######## cube_frame_arbiter_flat ########
==> cube_frame_arbiter_flat/clock_nets.png <==
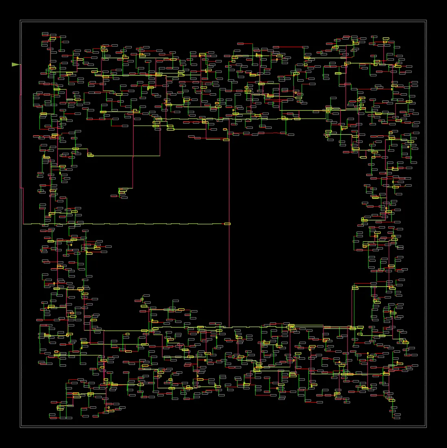

[src/rtl/cube_frame_arbiter_if.sv]
// Frame bus between frame producers, the arbiter and the display scan block.
// The slave modport is the arbiter side. The master modport is the producer/display side.
interface cube_frame_arbiter_if #(
  parameter int unsigned CUBE_N  = 8,
  parameter int unsigned NUM_SRC = 2
);
  localparam int unsigned FRAME_W = CUBE_N * CUBE_N * CUBE_N;

  logic [NUM_SRC*FRAME_W-1:0] src_frame_flat;
  logic [NUM_SRC-1:0]         src_valid;
  logic                       scan_done;
  logic [FRAME_W-1:0]         frame_flat;
  logic                       swap;

  modport slave (
    input  src_frame_flat,
    input  src_valid,
    input  scan_done,
    output frame_flat,
    output swap
  );

  modport master (
    output src_frame_flat,
    output src_valid,
    output scan_done,
    input  frame_flat,
    input  swap
  );
endinterface

[src/rtl/cube_frame_arbiter.sv]
// Frame source arbiter and tear-free double buffer for an N x N x N LED cube.
// The back buffer is swapped into the front buffer only when a display scan completes.
module cube_frame_arbiter #(
  parameter int unsigned CUBE_N  = 8,
  parameter int unsigned NUM_SRC = 2,
  parameter int unsigned SRC_W   = 1,
  parameter int unsigned CNT_W   = 32,
  parameter int unsigned DROP_W  = 16
) (
  input  logic               clk,
  input  logic               rst,
  input  logic               static_en_i,
  input  logic [3:0]         static_sel_i,
  input  logic [SRC_W-1:0]   src_sel_i,
  input  logic               freeze_i,
  cube_frame_arbiter_if.slave bus,
  output logic [CNT_W-1:0]   frame_cnt_o,
  output logic [DROP_W-1:0]  drop_cnt_o
);
  localparam int unsigned FRAME_W = CUBE_N * CUBE_N * CUBE_N;
  localparam int unsigned CFG_W   = 1 + 4 + SRC_W;

  // Bit index = z*N*N + y*N + x.
  function automatic logic [FRAME_W-1:0] pattern(input logic [3:0] sel);
    logic [FRAME_W-1:0] p;
    int unsigned        idx;
    int unsigned        n_bnd;
    p = '0;
    for (int unsigned z = 0; z < CUBE_N; z++) begin
      for (int unsigned y = 0; y < CUBE_N; y++) begin
        for (int unsigned x = 0; x < CUBE_N; x++) begin
          idx   = z * CUBE_N * CUBE_N + y * CUBE_N + x;
          n_bnd = 0;
          if (x == 0 || x == CUBE_N - 1) n_bnd++;
          if (y == 0 || y == CUBE_N - 1) n_bnd++;
          if (z == 0 || z == CUBE_N - 1) n_bnd++;
          case (sel)
            4'd0:    p[idx] = 1'b0;
            4'd1:    p[idx] = 1'b1;
            4'd2:    p[idx] = ((x + y + z) & 32'd1) != 0;
            4'd3:    p[idx] = n_bnd >= 2;
            default: p[idx] = (z + 4) == 32'(sel);
          endcase
        end
      end
    end
    return p;
  endfunction

  logic [CFG_W-1:0]   cfg_d, cfg_q;
  logic               load_d, load_q;
  logic [FRAME_W-1:0] back_d, back_q;
  logic [FRAME_W-1:0] front_d, front_q;
  logic               pending_d, pending_q;
  logic               swap_d, swap_q;
  logic [CNT_W-1:0]   frame_cnt_d, frame_cnt_q;
  logic [DROP_W-1:0]  drop_cnt_d, drop_cnt_q;

  logic               cfg_chg;
  logic               sel_valid;
  logic [FRAME_W-1:0] sel_frame;
  logic [FRAME_W-1:0] static_pat;
  logic               cap_stream, cap_static, cap, do_swap;

  // Out-of-range src_sel selects nothing, so no capture can happen.
  always_comb begin
    sel_valid = 1'b0;
    sel_frame = '0;
    for (int unsigned s = 0; s < NUM_SRC; s++) begin
      if (32'(src_sel_i) == s) begin
        sel_valid = bus.src_valid[s];
        sel_frame = bus.src_frame_flat[s*FRAME_W +: FRAME_W];
      end
    end
  end

  assign static_pat = pattern(static_sel_i);

  always_comb begin
    cfg_d      = {static_en_i, static_sel_i, src_sel_i};
    cfg_chg    = cfg_d != cfg_q;
    cap_stream = sel_valid & ~static_en_i & ~cfg_chg;
    // Static pattern loads once, in the cycle after the config settles.
    cap_static = load_q & ~cfg_chg;
    cap        = cap_stream | cap_static;
    do_swap    = bus.scan_done & pending_q & ~freeze_i & ~cfg_chg;
    load_d     = cfg_chg & static_en_i;
    swap_d     = do_swap;

    back_d = back_q;
    if (cap_static) begin
      back_d = static_pat;
    end else if (cap_stream) begin
      back_d = sel_frame;
    end

    front_d = do_swap ? back_q : front_q;

    pending_d   = 1'b0;
    frame_cnt_d = '0;
    drop_cnt_d  = '0;
    if (!cfg_chg) begin
      pending_d   = cap | (pending_q & ~do_swap);
      frame_cnt_d = frame_cnt_q + CNT_W'(do_swap);
      drop_cnt_d  = drop_cnt_q;
      if (cap && pending_q && !do_swap && !(&drop_cnt_q)) begin
        drop_cnt_d = drop_cnt_q + DROP_W'(1);
      end
    end
  end

  always_ff @(posedge clk or posedge rst) begin
    if (rst) begin
      cfg_q       <= '0;
      load_q      <= 1'b0;
      back_q      <= '0;
      front_q     <= '0;
      pending_q   <= 1'b0;
      swap_q      <= 1'b0;
      frame_cnt_q <= '0;
      drop_cnt_q  <= '0;
    end else begin
      cfg_q       <= cfg_d;
      load_q      <= load_d;
      back_q      <= back_d;
      front_q     <= front_d;
      pending_q   <= pending_d;
      swap_q      <= swap_d;
      frame_cnt_q <= frame_cnt_d;
      drop_cnt_q  <= drop_cnt_d;
    end
  end

  assign bus.frame_flat = front_q;
  assign bus.swap       = swap_q;
  assign frame_cnt_o    = frame_cnt_q;
  assign drop_cnt_o     = drop_cnt_q;

endmodule

[src/flat_wrapper.sv]
// flat-port wrapper written by rule: the top's interface ports become plain ports
module cube_frame_arbiter_flat 
#(
  parameter int unsigned CUBE_N  = 8,
  parameter int unsigned NUM_SRC = 2,
  parameter int unsigned SRC_W   = 1,
  parameter int unsigned CNT_W   = 32,
  parameter int unsigned DROP_W  = 16
)
  (clk, rst, static_en_i, static_sel_i, src_sel_i, freeze_i, frame_cnt_o, drop_cnt_o, bus_src_frame_flat, bus_src_valid, bus_scan_done, bus_frame_flat, bus_swap);
  cube_frame_arbiter_if #(.CUBE_N(CUBE_N), .NUM_SRC(NUM_SRC)) bus_i ();
  input  logic clk;
  input  logic rst;
  input  logic static_en_i;
  input  logic [3:0] static_sel_i;
  input  logic [SRC_W-1:0] src_sel_i;
  input  logic freeze_i;
  output logic [CNT_W-1:0] frame_cnt_o;
  output logic [DROP_W-1:0] drop_cnt_o;
  input wire logic [$bits(bus_i.src_frame_flat)-1:0] bus_src_frame_flat;
  input wire logic [$bits(bus_i.src_valid)-1:0] bus_src_valid;
  input wire logic [$bits(bus_i.scan_done)-1:0] bus_scan_done;
  output wire logic [$bits(bus_i.frame_flat)-1:0] bus_frame_flat;
  output wire logic [$bits(bus_i.swap)-1:0] bus_swap;
  assign bus_i.src_frame_flat = bus_src_frame_flat;
  assign bus_i.src_valid = bus_src_valid;
  assign bus_i.scan_done = bus_scan_done;
  assign bus_frame_flat = bus_i.frame_flat;
  assign bus_swap = bus_i.swap;
  cube_frame_arbiter #(.CUBE_N(CUBE_N), .NUM_SRC(NUM_SRC), .SRC_W(SRC_W), .CNT_W(CNT_W), .DROP_W(DROP_W)) u_core (.clk(clk), .rst(rst), .static_en_i(static_en_i), .static_sel_i(static_sel_i), .src_sel_i(src_sel_i), .freeze_i(freeze_i), .bus(bus_i), .frame_cnt_o(frame_cnt_o), .drop_cnt_o(drop_cnt_o));
endmodule
[config.mk]
export PLATFORM = sky130hd
export DESIGN_NAME = cube_frame_arbiter_flat
export DESIGN_NICKNAME = d
export VERILOG_FILES = /design/src/rtl/cube_frame_arbiter_if.sv /design/src/rtl/cube_frame_arbiter.sv /design/src/flat_wrapper.sv
export SDC_FILE = /design/constraint.sdc
export NUM_CORES = 2
export LEC_CHECK = 0
export CORE_AREA = 2 2 630 632
export DETAILED_ROUTE_END_ITERATION = 10
export DIE_AREA = 0 0 632 634
export GPL_TIMING_DRIVEN = 0
export PLACE_DENSITY_LB_ADDON = 0.1
export SLEW_MARGIN = 25
export SYNTH_ARGS = -nofsm -noshare
export SYNTH_HDL_FRONTEND = slang
export SYNTH_SLANG_ARGS = --single-unit
[constraint.sdc]
create_clock -name clk -period 82.6 [get_ports clk]
set_input_delay 8.26 -clock clk [delete_from_list [all_inputs] [get_ports clk]]
set_output_delay 8.26 -clock clk [all_outputs]
set_load 0.01 [all_outputs]
######## zero_extend_8b ########
$ cat config.mk
export PLATFORM = sky130hd
export DESIGN_NAME = zero_extend_8b
export DESIGN_NICKNAME = d
export VERILOG_FILES = /design/src/rtl/zero_extend_8b_pkg.sv /design/src/rtl/zero_extend_8b_zext_comb.sv /design/src/rtl/zero_extend_8b.sv
export SDC_FILE = /design/constraint.sdc
export NUM_CORES = 1
export LEC_CHECK = 0
export ABC_AREA = 1
export CAP_MARGIN = 25
export CORE_MARGIN = 5
export CORE_UTILIZATION = 33
export CTS_CLUSTER_DIAMETER = 200
export DETAILED_ROUTE_END_ITERATION = 8
export GPL_TIMING_DRIVEN = 1
export PLACE_DENSITY_LB_ADDON = 0.1
export SLEW_MARGIN = 40
export SYNTH_ARGS = -nofsm -noshare
export SYNTH_HDL_FRONTEND = slang
export SYNTH_SLANG_ARGS = --single-unit
$ cat constraint.sdc
create_clock -name clk -period 1.74 [get_ports clk]
set_clock_uncertainty 0.05 [all_clocks]
set_input_delay 0.348 -clock clk [delete_from_list [all_inputs] [get_ports clk]]
set_output_delay 0.348 -clock clk [all_outputs]
set_load 0.01 [all_outputs]
$ cat src/rtl/zero_extend_8b_pkg.sv
// Shared datapath widths and types for the 16-bit core.
// Latency: n/a (types and constants only).
// Backpressure: n/a.
package zero_extend_8b_pkg;

    // Native datapath word and byte widths.
    localparam int DATA_W = 16;
    localparam int BYTE_W = 8;

    typedef logic [DATA_W-1:0] word_t;
    typedef logic [BYTE_W-1:0] byte_t;

endpackage : zero_extend_8b_pkg

$ cat src/rtl/zero_extend_8b_zext_comb.sv
// Purely combinational zero extender, IN_W bits up to OUT_W bits.
// Latency: zero, the output follows the input in the same delta.
// Backpressure: none; there is no handshake on this path.
module zext_comb #(
    parameter int IN_W  = 8,
    parameter int OUT_W = 16
) (
    input  logic [IN_W-1:0]  in_dat,
    output logic [OUT_W-1:0] out_dat
);

    // Refuse to build an extender that would truncate or has no input.
    if (IN_W < 1) begin : g_bad_in_w
        $error("zext_comb: IN_W must be at least 1");
    end
    if (OUT_W < IN_W) begin : g_bad_out_w
        $error("zext_comb: OUT_W must be at least IN_W");
    end

    // Equal widths need no padding; otherwise pad the top with zeros.
    // X/Z on in_dat stay confined to the low bits, the pad is always 0.
    if (OUT_W == IN_W) begin : g_pass
        assign out_dat = in_dat;
    end else begin : g_pad
        assign out_dat = {{(OUT_W-IN_W){1'b0}}, in_dat};
    end

endmodule : zext_comb

$ cat src/rtl/zero_extend_8b.sv
// Zero-extends a byte to a datapath word, combinational plus a registered copy.
// Latency: out is zero-latency; out_q/out_valid follow in/in_valid by 1 cycle.
// Backpressure: none; every in_valid cycle yields one out_valid cycle.
module zero_extend_8b
    import zero_extend_8b_pkg::*;
#(
    parameter int IN_W  = BYTE_W,
    parameter int OUT_W = DATA_W
) (
    input  logic             clk,
    input  logic             rst,
    input  logic [IN_W-1:0]  in,
    input  logic             in_valid,
    output logic [OUT_W-1:0] out,
    output logic [OUT_W-1:0] out_q,
    output logic             out_valid,
    output logic             err
);

    if (IN_W < 1) begin : g_bad_in_w
        $error("zero_extend_8b: IN_W must be at least 1");
    end
    if (OUT_W < IN_W) begin : g_bad_out_w
        $error("zero_extend_8b: OUT_W must be at least IN_W");
    end

    logic [OUT_W-1:0] ext_dat;

    // Registered result, its valid tag, the raw byte it was built from
    // (kept separately so the self-check compares against the source, not
    // against the extender's own output) and the sticky error flag.
    logic [OUT_W-1:0] data_q,  data_d;
    logic             valid_q, valid_d;
    logic [IN_W-1:0]  cap_q,   cap_d;
    logic             err_q,   err_d;
    logic             chk_fail;

    zext_comb #(
        .IN_W  (IN_W),
        .OUT_W (OUT_W)
    ) u_zext (
        .in_dat  (in),
        .out_dat (ext_dat)
    );

    // Combinational result is independent of clk and rst.
    assign out = ext_dat;

    // Next-state for the pipeline register and the self-check.
    always_comb begin
        data_d  = data_q;
        cap_d   = cap_q;
        valid_d = 1'b0;
        if (in_valid) begin
            data_d  = ext_dat;
            cap_d   = in;
            valid_d = 1'b1;
        end
        // A valid result must have a clear pad and carry the captured byte.
        chk_fail = valid_q &&
                   (((data_q >> IN_W) != '0) || (data_q[IN_W-1:0] != cap_q));
        err_d    = err_q | chk_fail;
    end

    // State register; reset clears everything at once, regardless of clk.
    always_ff @(posedge clk or posedge rst) begin
        if (rst) begin
            data_q  <= '0;
            valid_q <= 1'b0;
            cap_q   <= '0;
            err_q   <= 1'b0;
        end else begin
            data_q  <= data_d;
            valid_q <= valid_d;
            cap_q   <= cap_d;
            err_q   <= err_d;
        end
    end

    assign out_q     = data_q;
    assign out_valid = valid_q;
    assign err       = err_q;

endmodule : zero_extend_8b

######## input_conditioner ########
<file path="config.mk">
export PLATFORM = sky130hd
export DESIGN_NAME = input_conditioner
export DESIGN_NICKNAME = d
export VERILOG_FILES = /design/src/rtl/input_conditioner.sv
export SDC_FILE = /design/constraint.sdc
export NUM_CORES = 1
export LEC_CHECK = 0
export CAP_MARGIN = 20
export CORE_ASPECT_RATIO = 0.7
export CORE_UTILIZATION = 60
export DETAILED_ROUTE_END_ITERATION = 8
export GPL_TIMING_DRIVEN = 0
export PLACE_DENSITY = 0.78
export SLEW_MARGIN = 25
export SYNTH_ARGS = -nofsm -noshare
export SYNTH_HDL_FRONTEND = slang
export SYNTH_SLANG_ARGS = --single-unit
</file>
<file path="constraint.sdc">
create_clock -name clk -period 7.7 [get_ports clk]
set_clock_uncertainty 0.1 [all_clocks]
set_input_delay 1.155 -clock clk [delete_from_list [all_inputs] [get_ports clk]]
set_output_delay 1.155 -clock clk [all_outputs]
set_load 0.005 [all_outputs]
</file>
<file path="src/rtl/input_conditioner.sv">
// input_conditioner
//   Multi-channel front end for push-buttons and binary sensor outputs.
//   Each channel is handled independently:
//     polarity normalisation -> 2-FF synchroniser -> stable-time debounce
//     -> press / release pulses -> long-hold detection.
//   The per-channel state (IDLE / ARMING / ACTIVE / HELD / RELEASING) is
//   implicit in {level, hold, db_cnt != 0}. No separate state register exists.
//
// Optional feature (macro INPUT_COND_REPEAT_EN):
//   While hold is asserted, press re-pulses every REPEAT_CYCLES cycles.
//   The first repeat comes REPEAT_CYCLES edges after hold rises. Without the
//   macro, no repeat logic is built and REPEAT_CYCLES only takes part in the
//   parameter sanity check.
//
// Parameters:
//   N_CH            number of channels (1..16)
//   DEBOUNCE_CYCLES consecutive stable cycles before level changes (>=2)
//   HOLD_CYCLES     cycles level must stay high before hold asserts (>=2)
//   REPEAT_CYCLES   auto-repeat period while held (repeat build only)
//   ACTIVE_LOW      per-channel mask; a 1 bit inverts that raw input
//
// Ports:
//   clk        system clock
//   rst        asynchronous active-high reset, clears all state
//   raw_in     raw asynchronous inputs
//   level      debounced, polarity-normalised level (1 = active)
//   press      one-cycle pulse on debounced activation (and on repeats)
//   release_p  one-cycle pulse on debounced deactivation
//   hold       high while held for >= HOLD_CYCLES; clears with level
//   any_press  OR of press
module input_conditioner #(
  parameter int unsigned     N_CH            = 4,
  parameter int unsigned     DEBOUNCE_CYCLES = 50000,
  parameter int unsigned     HOLD_CYCLES     = 50000000,
  parameter int unsigned     REPEAT_CYCLES   = 12500000,
  parameter logic [N_CH-1:0] ACTIVE_LOW      = '0
) (
  input  logic            clk,
  input  logic            rst,
  input  logic [N_CH-1:0] raw_in,
  output logic [N_CH-1:0] level,
  output logic [N_CH-1:0] press,
  output logic [N_CH-1:0] release_p,
  output logic [N_CH-1:0] hold,
  output logic            any_press
);

  localparam int unsigned DB_W   = ($clog2(DEBOUNCE_CYCLES) < 1) ? 1 : $clog2(DEBOUNCE_CYCLES);
  localparam int unsigned HOLD_W = ($clog2(HOLD_CYCLES) < 1) ? 1 : $clog2(HOLD_CYCLES);

  localparam logic [DB_W-1:0]   DB_LAST   = DB_W'(DEBOUNCE_CYCLES - 1);
  localparam logic [HOLD_W-1:0] HOLD_LAST = HOLD_W'(HOLD_CYCLES - 1);

`ifdef INPUT_COND_REPEAT_EN
  localparam int unsigned      REP_W    = ($clog2(REPEAT_CYCLES) < 1) ? 1 : $clog2(REPEAT_CYCLES);
  localparam logic [REP_W-1:0] REP_LAST = REP_W'(REPEAT_CYCLES - 1);
`endif

  if ((N_CH < 1) || (N_CH > 16) || (DEBOUNCE_CYCLES < 2) ||
      (HOLD_CYCLES < 2) || (REPEAT_CYCLES < 1)) begin : g_param_check
    $error("input_conditioner: parameter out of range");
  end

  for (genvar i = 0; i < N_CH; i++) begin : g_ch
    logic [1:0]        sync_q;
    logic              s;
    logic              lvl_q;
    logic [DB_W-1:0]   db_cnt;
    logic              hold_q;
    logic [HOLD_W-1:0] hold_cnt;
    logic              press_q;
    logic              rel_q;
    logic              db_done;
    logic              rise;
    logic              fall;
    logic              rep_fire;

    assign s = sync_q[1];

    // The debounce count completes on this edge, so level takes the value of s.
    assign db_done = (s != lvl_q) && (db_cnt == DB_LAST);
    assign rise    = db_done &  s;
    assign fall    = db_done & ~s;

`ifdef INPUT_COND_REPEAT_EN
    logic [REP_W-1:0] rep_cnt;

    // A repeat that lands on the release edge is dropped; the release wins.
    assign rep_fire = hold_q && !fall && (rep_cnt == REP_LAST);

    always_ff @(posedge clk or posedge rst) begin
      if (rst) begin
        rep_cnt <= '0;
      end else if (!hold_q || fall) begin
        rep_cnt <= '0;
      end else if (rep_cnt == REP_LAST) begin
        rep_cnt <= '0;
      end else begin
        rep_cnt <= rep_cnt + REP_W'(1);
      end
    end
`else
    assign rep_fire = 1'b0;
`endif

    always_ff @(posedge clk or posedge rst) begin
      if (rst) begin
        sync_q   <= '0;
        lvl_q    <= 1'b0;
        db_cnt   <= '0;
        hold_q   <= 1'b0;
        hold_cnt <= '0;
        press_q  <= 1'b0;
        rel_q    <= 1'b0;
      end else begin
        sync_q <= {sync_q[0], raw_in[i] ^ ACTIVE_LOW[i]};

        if (s == lvl_q) begin
          db_cnt <= '0;
        end else if (db_cnt == DB_LAST) begin
          lvl_q  <= s;
          db_cnt <= '0;
        end else begin
          db_cnt <= db_cnt + DB_W'(1);
        end

        // The counter runs only while level is high. It freezes once hold is
        // set and clears on the same edge that level falls.
        if (!lvl_q || fall) begin
          hold_q   <= 1'b0;
          hold_cnt <= '0;
        end else if (!hold_q) begin
          if (hold_cnt == HOLD_LAST) begin
            hold_q <= 1'b1;
          end else begin
            hold_cnt <= hold_cnt + HOLD_W'(1);
          end
        end

        press_q <= rise | rep_fire;
        rel_q   <= fall;
      end
    end

    assign level[i]     = lvl_q;
    assign press[i]     = press_q;
    assign release_p[i] = rel_q;
    assign hold[i]      = hold_q;
  end

  assign any_press = |press;

endmodule

</file>
######## uart_tx_param ########
--- config.mk ---
export PLATFORM = sky130hd
export DESIGN_NAME = uart_tx_param
export DESIGN_NICKNAME = d
export VERILOG_FILES = /design/src/rtl/uart_tx_param.sv
export SDC_FILE = /design/constraint.sdc
export NUM_CORES = 1
export LEC_CHECK = 0
export ABC_AREA = 1
export CELL_PAD_IN_SITES_DETAIL_PLACEMENT = 1
export CELL_PAD_IN_SITES_GLOBAL_PLACEMENT = 2
export CORE_MARGIN = 1.5
export CORE_UTILIZATION = 37
export CTS_BUF_LIST = sky130_fd_sc_hd__clkbuf_4
export CTS_CLUSTER_SIZE = 25
export DETAILED_ROUTE_END_ITERATION = 8
export PLACE_DENSITY_LB_ADDON = 0.15
export SYNTH_ARGS = -nofsm -noshare
export SYNTH_HDL_FRONTEND = slang
export SYNTH_SLANG_ARGS = --single-unit
--- constraint.sdc ---
create_clock -name CLK -period 2.4 [get_ports CLK]
set_input_delay 0.6 -clock CLK [delete_from_list [all_inputs] [get_ports CLK]]
set_output_delay 0.6 -clock CLK [all_outputs]
set_load 0.05 [all_outputs]
--- src/rtl/uart_tx_param.sv ---
`default_nettype none
// +----------------------------------------------------------------------------+
// | uart_tx_param: UART transmitter with input FIFO, runtime prescaler,        |
// | optional parity and one/two stop bits. UART_TX_MSB_FIRST_EN = MSB first.    |
// | Revision: 1.0                                                               |
// +----------------------------------------------------------------------------+
module uart_tx_param #(
   parameter int DATA_WIDTH = 8,
   parameter int PRESCALE_W = 16,
   parameter int FIFO_DEPTH = 4
) (
   input  logic                  CLK,
   input  logic                  RST,
   input  logic [DATA_WIDTH-1:0] P_DATA,
   input  logic                  Data_Valid,
   output logic                  Ready,
   input  logic                  Parity_Enable,
   input  logic                  Parity_Type,
   input  logic                  Two_Stop,
   input  logic [PRESCALE_W-1:0] Prescale,
   output logic                  S_Data,
   output logic                  Busy
);

   localparam int c_AW    = $clog2(FIFO_DEPTH);
   localparam int c_BIT_W = $clog2(DATA_WIDTH + 1);
   localparam logic [c_AW:0]        c_FULL     = (c_AW + 1)'(FIFO_DEPTH);
   localparam logic [c_BIT_W-1:0]   c_LAST_BIT = c_BIT_W'(DATA_WIDTH - 1);
   localparam logic [PRESCALE_W-1:0] c_ONE     = PRESCALE_W'(1);

   typedef enum logic [2:0] {
      ST_IDLE   = 3'd0,
      ST_START  = 3'd1,
      ST_DATA   = 3'd2,
      ST_PARITY = 3'd3,
      ST_STOP   = 3'd4
   } state_t;

   state_t                 r_state;
   logic [DATA_WIDTH-1:0]  r_mem [FIFO_DEPTH];
   logic [c_AW-1:0]        r_wr_ptr;
   logic [c_AW-1:0]        r_rd_ptr;
   logic [c_AW:0]          r_count;
   logic [c_AW:0]          w_count_next;
   logic                   r_ready;
   logic [DATA_WIDTH-1:0]  r_shift;
   logic [DATA_WIDTH-1:0]  w_shift_next;
   logic [DATA_WIDTH-1:0]  w_head;
   logic                   w_data_bit;
   logic [c_BIT_W-1:0]     r_bit_cnt;
   logic [PRESCALE_W-1:0]  r_baud_cnt;
   logic [PRESCALE_W-1:0]  r_prescale;
   logic [PRESCALE_W-1:0]  w_prescale_eff;
   logic                   r_par_en;
   logic                   r_par_bit;
   logic                   r_two_stop;
   logic                   r_s_data;
   logic                   r_busy;
   logic                   w_push;
   logic                   w_pop;
   logic                   w_bit_end;
   logic                   w_stop_done;
   logic                   w_nonempty;

   assign w_nonempty     = (r_count != '0);
   assign w_push         = Data_Valid & r_ready;
   assign w_bit_end      = (r_baud_cnt == c_ONE);
   assign w_stop_done    = (r_state == ST_STOP) && w_bit_end && !(r_two_stop && (r_bit_cnt == '0));
   assign w_pop          = w_nonempty && ((r_state == ST_IDLE) || w_stop_done);
   assign w_head         = r_mem[r_rd_ptr];
   assign w_prescale_eff = (Prescale == '0) ? c_ONE : Prescale;

`ifdef UART_TX_MSB_FIRST_EN
   assign w_data_bit   = r_shift[DATA_WIDTH-1];
   assign w_shift_next = {r_shift[DATA_WIDTH-2:0], 1'b0};
`else
   assign w_data_bit   = r_shift[0];
   assign w_shift_next = {1'b0, r_shift[DATA_WIDTH-1:1]};
`endif

   always_comb begin
      w_count_next = r_count;
      if (w_push && !w_pop) begin
         w_count_next = r_count + 1'b1;
      end else if (w_pop && !w_push) begin
         w_count_next = r_count - 1'b1;
      end
   end

   always_ff @(posedge CLK) begin
      if (w_push) begin
         r_mem[r_wr_ptr] <= P_DATA;
      end
   end

   always_ff @(posedge CLK or negedge RST) begin
      if (!RST) begin
         r_wr_ptr <= '0;
         r_rd_ptr <= '0;
         r_count  <= '0;
         r_ready  <= 1'b1;
      end else begin
         if (w_push) begin
            r_wr_ptr <= r_wr_ptr + 1'b1;
         end
         if (w_pop) begin
            r_rd_ptr <= r_rd_ptr + 1'b1;
         end
         r_count <= w_count_next;
         r_ready <= (w_count_next != c_FULL);
      end
   end

   // Line and Busy are registered from the current state, so they trail the state by one clock.
   always_ff @(posedge CLK or negedge RST) begin
      if (!RST) begin
         r_state    <= ST_IDLE;
         r_shift    <= '0;
         r_bit_cnt  <= '0;
         r_baud_cnt <= '0;
         r_prescale <= c_ONE;
         r_par_en   <= 1'b0;
         r_par_bit  <= 1'b0;
         r_two_stop <= 1'b0;
         r_s_data   <= 1'b1;
         r_busy     <= 1'b0;
      end else begin
         case (r_state)
            ST_START:  r_s_data <= 1'b0;
            ST_DATA:   r_s_data <= w_data_bit;
            ST_PARITY: r_s_data <= r_par_bit;
            default:   r_s_data <= 1'b1;
         endcase
         r_busy <= (r_state != ST_IDLE);

         if (w_pop) begin
            r_shift    <= w_head;
            r_par_en   <= Parity_Enable;
            r_par_bit  <= (^w_head) ^ Parity_Type;
            r_two_stop <= Two_Stop;
            r_prescale <= w_prescale_eff;
            r_baud_cnt <= w_prescale_eff;
            r_bit_cnt  <= '0;
            r_state    <= ST_START;
         end else begin
            case (r_state)
               ST_IDLE: begin
                  r_state <= ST_IDLE;
               end
               ST_START: begin
                  if (w_bit_end) begin
                     r_baud_cnt <= r_prescale;
                     r_bit_cnt  <= '0;
                     r_state    <= ST_DATA;
                  end else begin
                     r_baud_cnt <= r_baud_cnt - 1'b1;
                  end
               end
               ST_DATA: begin
                  if (w_bit_end) begin
                     r_baud_cnt <= r_prescale;
                     r_shift    <= w_shift_next;
                     if (r_bit_cnt == c_LAST_BIT) begin
                        r_bit_cnt <= '0;
                        r_state   <= r_par_en ? ST_PARITY : ST_STOP;
                     end else begin
                        r_bit_cnt <= r_bit_cnt + 1'b1;
                     end
                  end else begin
                     r_baud_cnt <= r_baud_cnt - 1'b1;
                  end
               end
               ST_PARITY: begin
                  if (w_bit_end) begin
                     r_baud_cnt <= r_prescale;
                     r_bit_cnt  <= '0;
                     r_state    <= ST_STOP;
                  end else begin
                     r_baud_cnt <= r_baud_cnt - 1'b1;
                  end
               end
               ST_STOP: begin
                  if (w_bit_end) begin
                     if (r_two_stop && (r_bit_cnt == '0)) begin
                        r_bit_cnt  <= r_bit_cnt + 1'b1;
                        r_baud_cnt <= r_prescale;
                     end else begin
                        r_state <= ST_IDLE;
                     end
                  end else begin
                     r_baud_cnt <= r_baud_cnt - 1'b1;
                  end
               end
               default: begin
                  r_state <= ST_IDLE;
               end
            endcase
         end
      end
   end

   assign S_Data = r_s_data;
   assign Busy   = r_busy;
   assign Ready  = r_ready;

endmodule
`default_nettype wire

==> cube_frame_arbiter_flat/ff_map.png <==
Scale: 1 px per um. Other sequential cells in the stronger grey, the rest of the logic in the fainter grey.
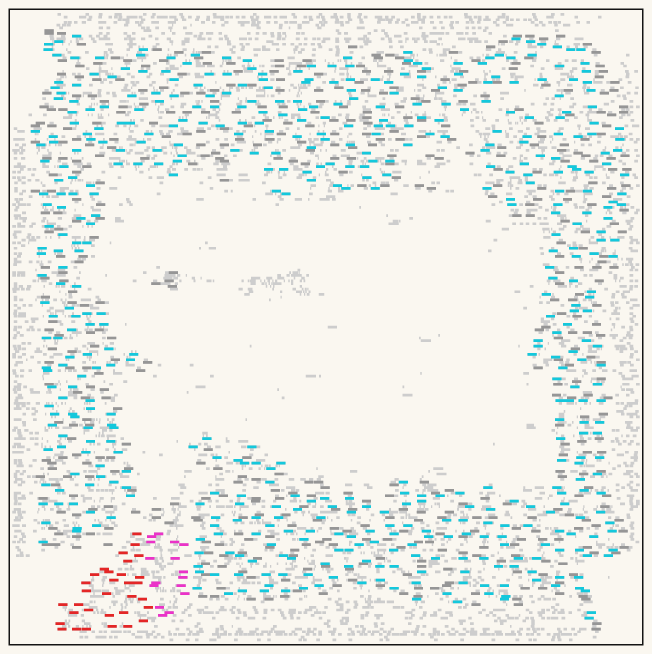
Cyan is u_core.back_q, placed flops 512, where widely spread. Red is u_core.frame_cnt_o, placed flops 32, where south-west. Magenta is u_core.drop_cnt_o, placed flops 16, where south-west.
Another 521 sequential cells are not coloured.

About cube_frame_arbiter_flat/clock_nets.png:
clk latency late pin: 0.84 ns
# clk buffers: 236
clock group power: 0.683 mW
number of buffers created by CTS: 158

==> results.cfg, cube_frame_arbiter_flat <==
; synthesis and place-and-route metrics
[status]
status = complete, no violations

[worst_setup_path]
path_class = primary input to flop
worst-path-stages = 16
worst-path-max-fanout = 12
crit_start = static_sel_i[1]
cp_common_cell = buf_6

[place]
place_inst = 10800

[sta]
fin_crit_ns = 12.17
slew-limit-headroom = 0.299
worst_slack_ns = 70.43
slew_viol_final = 0
rsz0062_at_grt = no

[grt]
grt_use_total = 0.151
top_usage_layer = met2
antenna_found_initial = 142

[drt]
drc = 0
wire_per_inst_um = 28.1
vias_per_cell = 3.49

[power_and_ir_drop]
ir_drop_v = 0.0000121

[floorplanning]
die_w_um = 632

[clock_tree]
clock-root-buffer = clkbuf_16

[synthesis]
synthTopLogicFamily = multiplexers
yosys_cells = 3946
edf_count = 0
ff_type = dfrtp_1
syn_inst = 3946

[cells_and_area]
nFillCells = 43200
fin_cells = 11100

[worst_hold_path]
min_path_type = flop to flop
==> cube_frame_arbiter_flat: cell usage in the layout (no fill, tap or decap), types with 22 or more instances in the layout <==
| cell | netlist | final |
|---|---|---|
| a21oi_1 | 211 | 209 |
| a31oi_1 | 26 | 24 |
| buf_16 | 0 | 22 |
| buf_2 | 36 | 36 |
| buf_8 | 40 | 43 |
| clkbuf_1 | 180 | 195 |
| clkbuf_16 | 0 | 160 |
| clkbuf_2 | 0 | 24 |
| clkbuf_8 | 0 | 36 |
| clkdlybuf4s50_1 | 0 | 1596 |
| dfrtp_1 | 1081 | 1081 |
| diode_2 | 0 | 29 |
| mux2_1 | 469 | 469 |
| mux2_2 | 268 | 268 |
| mux2i_1 | 289 | 289 |
| nand2_1 | 268 | 268 |
| nor2_1 | 568 | 568 |
| o22a_1 | 288 | 288 |
| xnor2_1 | 31 | 31 |
==> cube_frame_arbiter_flat: area by class of cell <==
cell class	count	area (um2)	area share
diodes	29	72.6	0.000945
plain buffers	290	1780	0.0231
clock buffers	236	4650	0.0605
clock inverters	38	475	0.00619
inverters	8	37.5	0.000489
multi-input cells	2567	19400	0.253
flip-flops and latches	1081	27100	0.352
well taps	5242	6560	0.0854
repair buffers	1629	16800	0.218
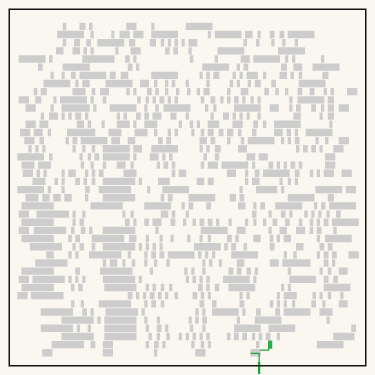
(uart_tx_param/port_trees.png)
Scale: 3 px per um.
Green is Two_Stop, direction input, edge south, end cells 1, buffers 1, wire 11.1 um.

==> results.cfg, uart_tx_param <==
; synthesis and place-and-route metrics
[status]
status = complete, no violations

[clock_tree]
h-tree-depth = 3
clk_pin_slew_ns = 0.16

[cells_and_area]
final_common_cell = nand2_1
lay_top_cells = 219 x nand2_1, 59 x inv_1, 57 x dfrtp_1
bufAreaShareNonClock = 0.0792
clkbuf_count = 9
syn_to_final_growth_pct = 13.6
largest_register_ffs = 32

[worst_setup_path]
cp_data_arrival_time_ns = 1.61
cp-endpoint = Busy
worst-path-max-fanout = 1
crit_family = buffers and inverters

[floorplanning]
core_area_mm2 = 0.0128
taps = 172
die-height_um = 118

[synthesis]
ff_type = dfrtp_1
async_reset_ff_frac = 0.652
ys_sh_simple = 0.284
synthAoiAreaFrac = 0.0890
ys_seq_frac = 0.501
xor_area_frac = 0.0214

[power_and_ir_drop]
p_int_mw = 3.94
pg_comb_mw = 3.93
ir_drop_v = 0.000463

[drt]
firstDrtPassIters = 4

[sta]
period_used_share = 0.922
==> uart_tx_param: metal layers <==
| layer | wire length (um) | up-vias | GRT usage |
|---|---|---|---|
| li1 | - | 2035 | - |
| met1 | 5740 | 1982 | 0.243 |
| met2 | 5840 | 64 | 0.306 |
| met3 | 521 | 10 | 0.0367 |
| met4 | 129 | 0 | 0.0564 |
| met5 | 0 | - | 0 |
==> uart_tx_param: per-stage QoR <==
stage	total power [mW]	worst slack, ns
after floorplan	5.69	0.748
after global routing	8.32	0.00925
final	7.53	0.186
after CTS	7.66	0.133
after global placement	6.51	0.272
after detailed placement	6.70	0.197
==> uart_tx_param: timing repair <==
item	in CTS	in global routing
endpoints found under the setup margin	2	0
endpoints found under the hold margin	0	0
resized	2	0
==> uart_tx_param: cell usage after synthesis (all sizes together), types with 6 or more instances <==
| cell type | number |
|---|---|
| xor2 | 8 |
| edfxtp | 32 |
| a21oi | 9 |
| a31oi | 6 |
| nor2 | 55 |
| nand3 | 45 |
| o211ai | 6 |
| buf | 17 |
| dfrtp | 57 |
| nand2 | 228 |
| ha | 11 |
| o21ai | 53 |
| inv | 63 |
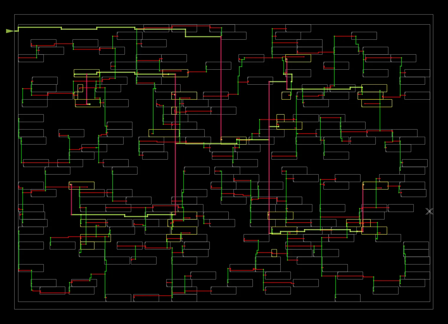
(input_conditioner/clock_nets.png)
clock group power: 0.904 mW
# clk buffers: 21
number of buffers created by CTS: 17
clk sinks: 192

==> results.cfg, input_conditioner <==
; synthesis and place-and-route metrics
[grt]
grt_max_degree = 91
grt_pass1_wl_um = 31900
antenna_found_initial = 0

[synthesis]
syn-cell-area_mm2 = 0.00945
fa_ha_area_frac = 0.0106
ff_type = dfrtp_1

[status]
violations = DRC
status = complete, but fails checks

[worst_setup_path]
path_cells = or4_1, clkdlybuf4s50_1
path_class = flop to primary output
cpMaxStageDelayCell = or4_1
crit_start = g_ch[0].press_q

[drt]
drc = 2
vias = 7055
wl_um = 18500

[power_and_ir_drop]
pwr-share-comb = 0.020

[floorplanning]
core_area_mm2 = 0.0150

[cells_and_area]
finalNetCount = 1017
-- input_conditioner: flip-flops by register name (all words and copies together), names as in the netlist --
register / count
g_ch.hold_cnt: 104
g_ch.db_cnt: 64
g_ch.sync_q: 8
g_ch.hold_q: 4
g_ch.lvl_q: 4
g_ch.press_q: 4
g_ch.rel_q: 4
-- input_conditioner: final cells by class --
type                       instances  area (um2)  area share
buffer                            41         240      0.0227
clock inverter                    10         134      0.0126
tap                              195         244      0.0230
clock buffer                      21         470      0.0444
inverter                          20        82.6     0.00779
sequential                       192        4800       0.453
multi-input combinational        707        4340       0.410
timing repair buffer              24         275      0.0260
-- input_conditioner: per-stage QoR --
| step | util | power [mW] | worst slack (ns) |
|---|---|---|---|
| CTS | 0.703 | 1.99 | 4.57 |
| finish | 0.704 | 1.97 | 4.58 |
| floorplan | - | 1.07 | 1.22 |
| global route | 0.704 | 2.03 | 4.55 |
| global placement | 0.659 | 1.08 | -1.19 |
| detailed placement | 0.663 | 1.08 | 5.05 |
-- input_conditioner: layer usage --
metal | up-vias | wire length (um)
li1 | 3469 | -
met1 | 3431 | 9330
met2 | 131 | 8160
met3 | 24 | 708
met4 | 0 | 291
met5 | - | 0
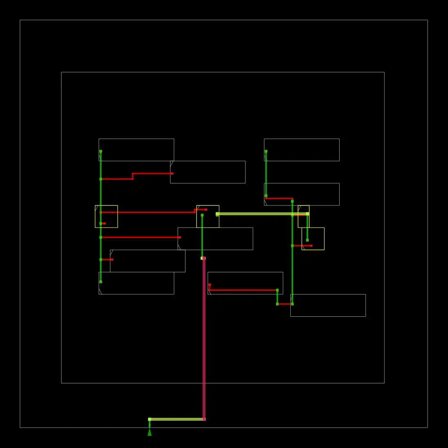
(zero_extend_8b/clock_nets.png)
# clk buffers: 4
clk sinks: 9
clock group power: 0.159 mW

==> results.cfg, zero_extend_8b <==
; synthesis and place-and-route metrics
[floorplanning]
io_pins = 45
fp-utilization = 0.349
die_area_mm2 = 0.00249

[drt]
vias = 403

[clock_tree]
clk_pin_slew_ns = 0.06
hold_buffers = 0

[place]
place_hpwl_um = 908
pre_cts_slack_ns = -0.0367

[worst_setup_path]
start_kind = flop
path_cells = clkdlybuf4s50_1

[grt]
met2_usage = 0.150
top_usage_layer = met2

[cells_and_area]
seq_area_um2 = 225
design.seq.count = 9
combGateArea_um2 = 154

[sta]
rsz0062_at_grt = no

[synthesis]
synth-area-yosys_um2 = 526

[status]
status = complete, no violations

[power_and_ir_drop]
p_total_mw = 0.533
-- zero_extend_8b: metrics by stage --
step,TNS (ns),instance area [um2]
finish,0,731
CTS,0,731
detailed placement,-0.210,714
global route,0,731
floorplan,0,586
global placement,-0.162,714
-- zero_extend_8b: cells in the mapped netlist, drive strengths merged --
cell type | number | area share
inv | 2 | 0.014
conb | 1 | 0.0071
nand2 | 24 | 0.17
buf | 26 | 0.38
dfrtp | 9 | 0.43
-- zero_extend_8b: worst paths after layout --
| check | from | endpoint | cells past startpoint |
|---|---|---|---|
| worst max-delay path | out_q[3] | out_q[3] | 1 |
| worst min register to register | out_q[5] | out_q[5] | 2 |
| max in group asynchronous | rst | out_q[6] | 2 |
| min in group clk | out_q[5] | out_q[5] | 2 |
| worst min-delay path | rst | out_q[1] | 2 |
| worst max register to register | out_q[3] | out_q[3] | 2 |
-- zero_extend_8b: where the power goes --
| group | internal (mW) | switching, mW |
|---|---|---|
| combinational | 0.0723 | 0.0662 |
| sequential | 0.227 | 0.00837 |
| clock | 0.0882 | 0.0711 |
| total | 0.387 | 0.146 |
-- zero_extend_8b: worst reg2reg max path, stage by stage (launching register included) --
cell     delay [ns]
dfrtp_1        0.38
nand2_1        0.07
nand2_1        0.05

==> layout pictures side by side <==
Cell density map.
(a)
Scale: 2 px per um. 12 x 12 tiles, from dark purple (low) to yellow (high), 0 to 100% covered.
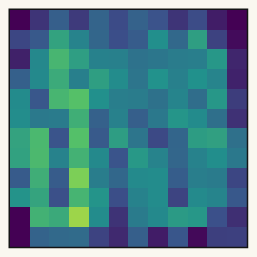
(b)
Scale: 6 px per um. 10 x 10 tiles, from dark purple (low) to yellow (high), 0 to 100% covered.
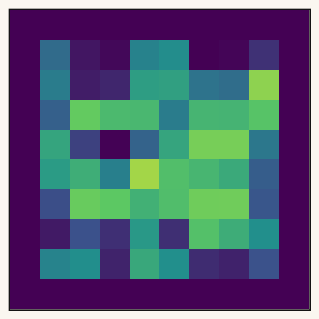
(c)
32 x 32 tiles, from dark purple (low) to yellow (high), 0 to 100% covered.
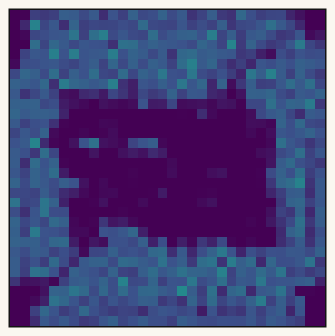
(d)
Scale: 2 px per um. 15 x 11 tiles, from dark purple (low) to yellow (high), 0 to 100% covered.
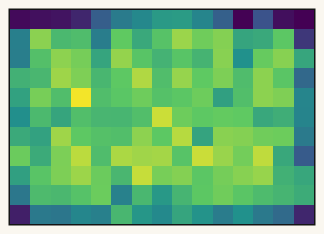
(c) comes from cube_frame_arbiter_flat.
(b) comes from zero_extend_8b.
(a) comes from uart_tx_param.
(d) comes from input_conditioner.
- lowest utilization: (c)

Key to (b):
The fullest tile reaches 86%. The densest ninth of the die: centre. The emptiest ninth of the die: north-west. 39% of the tiles are nearly empty. The mean over all tiles is 28%.



==> gallery <==
Port wiring.
panel A
Scale: 2 px per um.
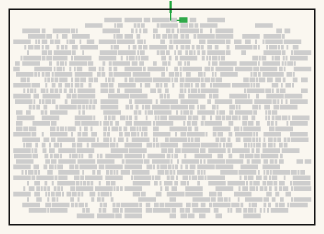
panel B
Scale: 8 px per um.
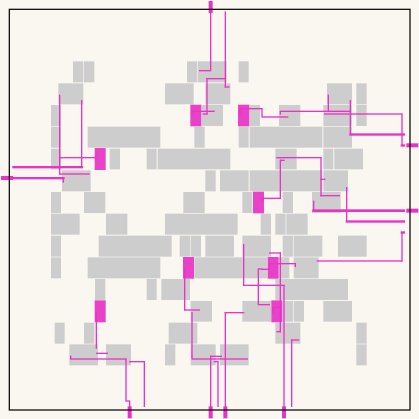
panel C
Scale: 1 px per um.
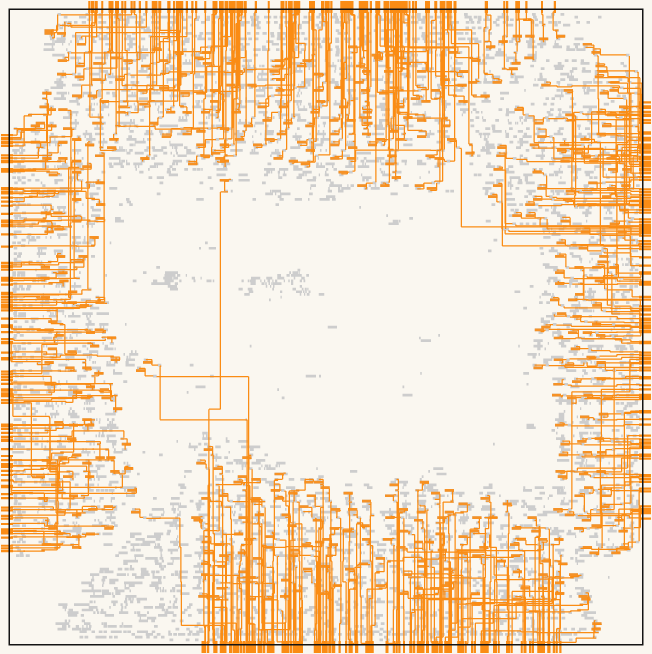
- panel B = zero_extend_8b
- panel C = cube_frame_arbiter_flat
- panel A = input_conditioner
The one with the smallest die is panel B.
The one with the fewest cells is panel B.

Key to panel A:
Green is rst, direction input, edge north, end cells 1, buffers 1, wire 6.80 um.

No activity file was given, so power comes from the tool's default toggle rates.
